# ---- hash_request_issuer ----
Figure 1. A small window of the routed layout (hash_request_issuer).
Window x 86 to 106, y 22 to 42 um. Cells in grey, sequential cells in the stronger grey; small squares are vias.
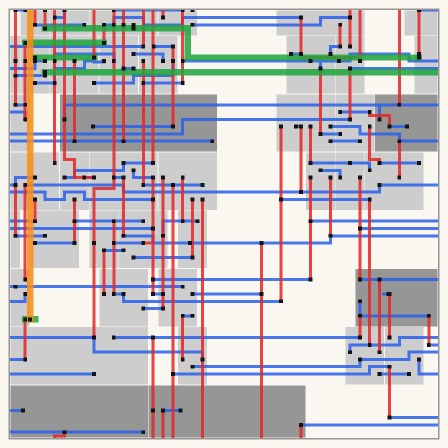

`config.mk`:
```
export PLATFORM = sky130hd
export DESIGN_NAME = hash_request_issuer
export DESIGN_NICKNAME = d
export VERILOG_FILES = /design/src/rtl/hash_request_issuer.sv
export SDC_FILE = /design/constraint.sdc
export NUM_CORES = 1
export LEC_CHECK = 0
export CAP_MARGIN = 40
export CORE_UTILIZATION = 30
export DETAILED_ROUTE_END_ITERATION = 16
export PLACE_DENSITY = 0.67
export SYNTH_ARGS = -nofsm -noshare
export SYNTH_HDL_FRONTEND = slang
export SYNTH_SLANG_ARGS = --single-unit
```
`constraint.sdc`:
```
create_clock -name clk -period 2.85 [get_ports clk]
set_input_delay 0.57 -clock clk [delete_from_list [all_inputs] [get_ports clk]]
set_output_delay 0.57 -clock clk [all_outputs]
set_load 0.005 [all_outputs]
```
`src/rtl/hash_request_issuer.sv`:
```
// hash_request_issuer: issues one read/write/delete at a time to the hash-table
// controller. The key and data are held steady for LATENCY cycles so the hash and
// memory read-outs can settle. The op code is then driven for a single commit
// cycle, the controller flags are folded into one status code, and a response is
// returned to the requester.
module hash_request_issuer #(
   parameter int KEY_WIDTH  = 2,
   parameter int DATA_WIDTH = 32,
   parameter int LATENCY    = 2,
   parameter int CNT_WIDTH  = 16
) (
   input  logic                  clk,
   input  logic                  reset,
   input  logic                  req_valid_i,
   output logic                  req_ready_o,
   input  logic [1:0]            req_op_i,
   input  logic [KEY_WIDTH-1:0]  req_key_i,
   input  logic [DATA_WIDTH-1:0] req_data_i,
   output logic [1:0]            tbl_op_o,
   output logic [KEY_WIDTH-1:0]  tbl_key_o,
   output logic [DATA_WIDTH-1:0] tbl_data_o,
   output logic                  tbl_clk_en_o,
   input  logic [DATA_WIDTH-1:0] tbl_read_data_i,
   input  logic                  tbl_valid_i,
   input  logic                  tbl_no_del_target_i,
   input  logic                  tbl_no_write_space_i,
   input  logic                  tbl_no_elem_found_i,
   input  logic                  tbl_key_present_i,
   output logic                  resp_valid_o,
   input  logic                  resp_ready_i,
   output logic [2:0]            resp_status_o,
   output logic [DATA_WIDTH-1:0] resp_data_o,
   output logic [CNT_WIDTH-1:0]  stat_ok_o,
   output logic [CNT_WIDTH-1:0]  stat_fail_o
);

   localparam int SW = (LATENCY > 1) ? $clog2(LATENCY) : 1;
   localparam logic [SW-1:0]        SETTLE_INIT = SW'(LATENCY - 1);
   localparam logic [SW-1:0]        SETTLE_ONE  = SW'(1);
   localparam logic [CNT_WIDTH-1:0] CNT_ONE     = CNT_WIDTH'(1);

   localparam logic [1:0] OP_NOP = 2'b00;
   localparam logic [1:0] OP_RD  = 2'b01;
   localparam logic [1:0] OP_WR  = 2'b10;
   localparam logic [1:0] OP_DEL = 2'b11;

   localparam logic [2:0] ST_OK        = 3'd0;
   localparam logic [2:0] ST_NOT_FOUND = 3'd1;
   localparam logic [2:0] ST_NO_DEL    = 3'd2;
   localparam logic [2:0] ST_KEY_PRES  = 3'd3;
   localparam logic [2:0] ST_NO_SPACE  = 3'd4;
   localparam logic [2:0] ST_PROTO_ERR = 3'd7;

   typedef enum logic [1:0] {IDLE, SETTLE, COMMIT, RESP} state_t;

   typedef struct packed {
      logic [1:0]            op;
      logic [KEY_WIDTH-1:0]  key;
      logic [DATA_WIDTH-1:0] data;
   } req_t;

   state_t         state, state_nxt;
   req_t           req_q;
   logic [SW-1:0]  settle_cnt;
   logic [2:0]     commit_status;
   logic           accept;

   // The CAM counter only moves on an edge with a non-zero op, so the clock
   // enable can stay high permanently.
   assign tbl_clk_en_o = 1'b1;
   assign tbl_key_o    = req_q.key;
   assign tbl_data_o   = req_q.data;
   assign accept       = req_valid_i && (req_op_i != OP_NOP);

   // State register
   always_ff @(posedge clk) begin
      if (reset) state <= IDLE;
      else       state <= state_nxt;
   end

   // Next state and handshake ready
   always_comb begin
      state_nxt   = state;
      req_ready_o = 1'b0;
      case (state)
         IDLE: begin
            req_ready_o = 1'b1;
            if (accept) state_nxt = SETTLE;
         end
         SETTLE:  if (settle_cnt == '0) state_nxt = COMMIT;
         COMMIT:  state_nxt = RESP;
         RESP:    if (resp_ready_i) state_nxt = IDLE;
         default: state_nxt = IDLE;
      endcase
   end

   // Fold the controller flags into one status. A missing tbl_valid_i overrides
   // everything, and flags that do not belong to the current op are ignored.
   always_comb begin
      commit_status = ST_OK;
      if (!tbl_valid_i) begin
         commit_status = ST_PROTO_ERR;
      end else begin
         case (req_q.op)
            OP_RD:   if (tbl_no_elem_found_i) commit_status = ST_NOT_FOUND;
            OP_WR: begin
               if (tbl_key_present_i)         commit_status = ST_KEY_PRES;
               else if (tbl_no_write_space_i) commit_status = ST_NO_SPACE;
            end
            OP_DEL:  if (tbl_no_del_target_i) commit_status = ST_NO_DEL;
            default: commit_status = ST_OK;
         endcase
      end
   end

   // Request latch, settle counter, commit strobe, response and statistics.
   // tbl_op_o is registered, so it goes high on the edge that enters COMMIT and
   // drops on the edge that leaves it.
   always_ff @(posedge clk) begin
      if (reset) begin
         req_q         <= '0;
         settle_cnt    <= '0;
         tbl_op_o      <= OP_NOP;
         resp_valid_o  <= 1'b0;
         resp_status_o <= ST_OK;
         resp_data_o   <= '0;
         stat_ok_o     <= '0;
         stat_fail_o   <= '0;
      end else begin
         case (state)
            IDLE: begin
               if (accept) begin
                  req_q      <= {req_op_i, req_key_i, req_data_i};
                  settle_cnt <= SETTLE_INIT;
               end
            end
            SETTLE: begin
               if (settle_cnt == '0) tbl_op_o   <= req_q.op;
               else                  settle_cnt <= settle_cnt - SETTLE_ONE;
            end
            COMMIT: begin
               tbl_op_o      <= OP_NOP;
               resp_valid_o  <= 1'b1;
               resp_status_o <= commit_status;
               resp_data_o   <= (req_q.op == OP_RD && commit_status == ST_OK) ?
                                tbl_read_data_i : '0;
               if (commit_status == ST_OK) begin
                  if (stat_ok_o != '1) stat_ok_o <= stat_ok_o + CNT_ONE;
               end else begin
                  if (stat_fail_o != '1) stat_fail_o <= stat_fail_o + CNT_ONE;
               end
            end
            RESP: if (resp_ready_i) resp_valid_o <= 1'b0;
            default: ;
         endcase
      end
   end

endmodule

```
# ---- exe_cmd_queue ----
--- config.mk ---
export PLATFORM = sky130hd
export DESIGN_NAME = exe_cmd_queue
export DESIGN_NICKNAME = d
export VERILOG_FILES = /design/src/rtl/exe_cmd_queue.sv
export SDC_FILE = /design/constraint.sdc
export NUM_CORES = 1
export LEC_CHECK = 0
export ABC_AREA = 1
export CAP_MARGIN = 20
export CORE_UTILIZATION = 43
export DETAILED_ROUTE_END_ITERATION = 8
export GPL_ROUTABILITY_DRIVEN = 1
export SYNTH_ARGS = -nofsm -noshare
export SYNTH_HDL_FRONTEND = slang
export SYNTH_SLANG_ARGS = --single-unit
--- constraint.sdc ---
create_clock -name i_clk -period 5.8 [get_ports i_clk]
set_clock_uncertainty 0.15 [all_clocks]
set_input_delay 1.16 -clock i_clk [delete_from_list [all_inputs] [get_ports i_clk]]
set_output_delay 1.16 -clock i_clk [all_outputs]
set_load 0.02 [all_outputs]
--- src/rtl/exe_cmd_queue.sv ---
// Command FIFO and issue register feeding the execution unit.
// Issues the head entry into registered operand outputs and tracks the unit's one-cycle result latency.
module exe_cmd_queue #(
  parameter int m     = 4,
  parameter int n     = 2,
  parameter int DEPTH = 4
) (
  input  logic                     i_clk,
  input  logic                     i_rst,
  input  logic                     i_valid,
  output logic                     o_ready,
  input  logic [n-1:0]             i_oper,
  input  logic [m-1:0]             i_argA,
  input  logic [m-1:0]             i_argB,
  input  logic                     i_stall,
  input  logic                     i_flush,
  output logic [n-1:0]             o_oper,
  output logic [m-1:0]             o_argA,
  output logic [m-1:0]             o_argB,
  output logic                     o_issue,
  output logic                     o_res_valid,
  output logic [$clog2(DEPTH):0]   o_count,
  output logic                     o_full,
  output logic                     o_empty
);

  localparam int AW = $clog2(DEPTH);
  localparam int CW = AW + 1;
  localparam int EW = n + 2 * m;

  logic [EW-1:0] r_mem [DEPTH];
  logic [AW-1:0] r_wr_ptr;
  logic [AW-1:0] r_rd_ptr;
  logic [CW-1:0] r_count;
  logic [n-1:0]  r_oper;
  logic [m-1:0]  r_argA;
  logic [m-1:0]  r_argB;
  logic          r_issue;
  logic          r_res_valid;

  logic          w_full;
  logic          w_empty;
  logic          w_wr;
  logic          w_rd;
  logic [EW-1:0] w_head;

  assign w_full  = (r_count == CW'(DEPTH));
  assign w_empty = (r_count == '0);
  // No bypass: a slot freed by this cycle's issue is only writable next cycle.
  assign o_ready = !w_full && !i_rst && !i_flush;
  assign w_wr    = i_valid && o_ready;
  assign w_rd    = !w_empty && !i_stall && !i_flush;
  assign w_head  = r_mem[r_rd_ptr];

  // Storage has no reset so it can map onto distributed/block RAM.
  always_ff @(posedge i_clk) begin
    if (w_wr) begin
      r_mem[r_wr_ptr] <= {i_oper, i_argA, i_argB};
    end
  end

  always_ff @(posedge i_clk) begin
    if (i_rst) begin
      r_wr_ptr    <= '0;
      r_rd_ptr    <= '0;
      r_count     <= '0;
      r_oper      <= '0;
      r_argA      <= '0;
      r_argB      <= '0;
      r_issue     <= 1'b0;
      r_res_valid <= 1'b0;
    end else if (i_flush) begin
      // A command issued last cycle still owns the result emerging now.
      r_wr_ptr    <= '0;
      r_rd_ptr    <= '0;
      r_count     <= '0;
      r_issue     <= 1'b0;
      r_res_valid <= r_issue;
    end else begin
      r_issue     <= w_rd;
      r_res_valid <= r_issue;
      if (w_wr) begin
        r_wr_ptr <= r_wr_ptr + 1'b1;
      end
      if (w_rd) begin
        {r_oper, r_argA, r_argB} <= w_head;
        r_rd_ptr <= r_rd_ptr + 1'b1;
      end
      case ({w_wr, w_rd})
        2'b10:   r_count <= r_count + 1'b1;
        2'b01:   r_count <= r_count - 1'b1;
        default: r_count <= r_count;
      endcase
    end
  end

  assign o_oper      = r_oper;
  assign o_argA      = r_argA;
  assign o_argB      = r_argB;
  assign o_issue     = r_issue;
  assign o_res_valid = r_res_valid;
  assign o_count     = r_count;
  assign o_full      = w_full;
  assign o_empty     = w_empty;

endmodule
Figure 2. Signal wires by layer (exe_cmd_queue).
(4 px per um)
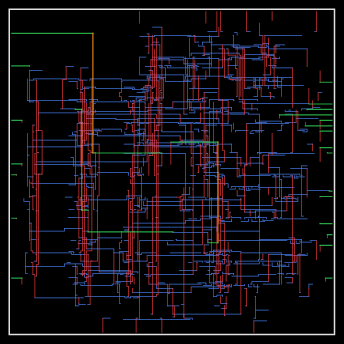
M4: in orange, wire length 80.2 um. M1: in blue, wire length 2160 um. M2: in red, wire length 2130 um. M3: in green, wire length 148 um.
Routed wire per std cell: 11.0 um
total detailed-routing wirelength: 4510 um

==> qor.json, exe_cmd_queue <==
{
  "run_status": {
    "outcome": "complete, no violations"
  },
  "finish": {
    "dominant_logic_cell_types_in_the_final_layout": "sky130_fd_sc_hd__nand2_1 (77), sky130_fd_sc_hd__inv_1 (67), sky130_fd_sc_hd__edfxtp_1 (40), sky130_fd_sc_hd__clkdlybuf4s50_1 (32), sky130_fd_sc_hd__nor2_1 (30)",
    "buffers_excl_clock": 32,
    "largestClassByArea": "registers"
  },
  "yosys": {
    "mappedNetlistArea_um2": 2680,
    "synthArstFlopShare_pct": 0,
    "synth_chip_area_um2": 2680
  },
  "flow_run": {
    "timing.max_cap.violations": 0
  },
  "timing": {
    "timing.final.max_slew_violations": 0
  },
  "floorplanning": {
    "core.rowCount": 28,
    "initial_core_util_pct": 45.0
  },
  "place": {
    "instance_count_after_placement_with_tap_cells_included": 395
  },
  "cts": {
    "numClockSinks": 59
  },
  "power_and_ir_drop": {
    "power-top-group": "sequential cells",
    "pg_comb_mw": 0.0443,
    "power_sequential_mw": 0.456
  },
  "min_path": {
    "min_delay_path_depth": 2,
    "min_path_type": "reg2reg",
    "source_of_the_worst_hold_timing_path": "o_issue",
    "holdPathEnd": "o_res_valid"
  },
  "global_route": {
    "grt_first_pass_wirelength_um": 7400
  },
  "setup_path": {
    "worstPathRequired_ps": 4490,
    "timing.critical_path.slowest_stage_cell": "sky130_fd_sc_hd__clkdlybuf4s50_1"
  }
}
Figure 3. Track usage over the die (hash_request_issuer).
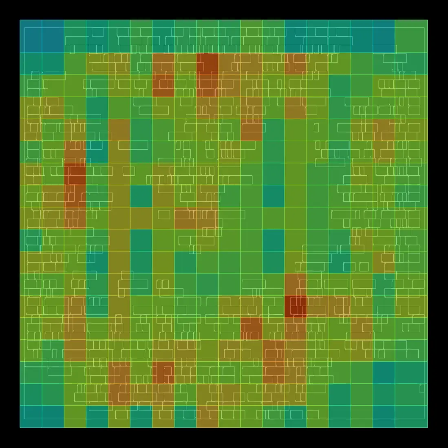
routing usage on met2: 22.4%
most used routing layer: met2
met3 track demand over resource in global routing: 5.23%
core occupancy in the finished layout: 44.8%

About Figure 1:
M4: in orange. M1: in blue. M3: in green. M2: in red.
Netlist names of flops here include stat_ok_o (4). Sequential cells in the window: 4. Most frequent: nand2_1 (6), dfxtp_1 (4), a21oi_1 (3). 30 logic cells have their middle in the window.

==> qor.json, hash_request_issuer <==
{
  "run_status": {
    "outcome": "complete, no violations"
  },
  "finish": {
    "antenna_cells": 0,
    "sh_seq_area_pct": 31.8,
    "layout.cells.non_filler": 932,
    "filler_cell_count": 1555
  },
  "timing": {
    "finalClockSkew_ps": 8.45,
    "slew_worst_pin_ps": 528
  },
  "min_path": {
    "min_delay_path_depth": 2
  },
  "cts": {
    "post_cts_resized": 0,
    "cts-root-to-sink-buffers": 2
  },
  "setup_path": {
    "crit_path_start_kind": "primary input",
    "reg2reg_slack_ps": 640
  },
  "power_and_ir_drop": {
    "clock_power_mw": 1.26,
    "pwr_density_nw_per_um2": 591
  },
  "place": {
    "gp_routability_congestion": 0.736
  },
  "drt": {
    "vias_per_cell": 4.62
  },
  "yosys": {
    "ys_top_cells_by_area": "sky130_fd_sc_hd__dfxtp_1 (46%), sky130_fd_sc_hd__a21oi_1 (10%), sky130_fd_sc_hd__nand2_1 (7.1%)",
    "postSynthRegisterBits": 109,
    "portion_of_the_post_synthesis_area_used_by_sequential_elements_pct": 46.2
  },
  "floorplanning": {
    "io_pins": 183
  }
}


==> screenshots <==
Routed clock nets over the placement.
shot_01.png
(3 px per um)
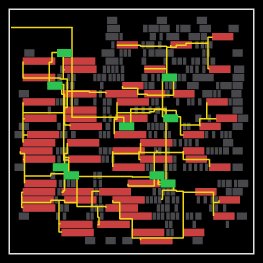
shot_02.png
(2 px per um)
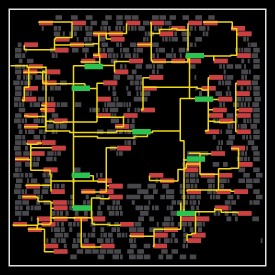
shot_01.png -> exe_cmd_queue
shot_02.png -> hash_request_issuer
The one with the largest die is shot_02.png.

Key to shot_02.png:
flip-flops: in red, count 109. clock wires: in yellow, length 1470 um. clock-net drivers: in green, count 9.
There are 10 routed clock nets. Position of the flops: spread over the die.

Power figures rest on the tool's default switching activity, not on a simulated workload.
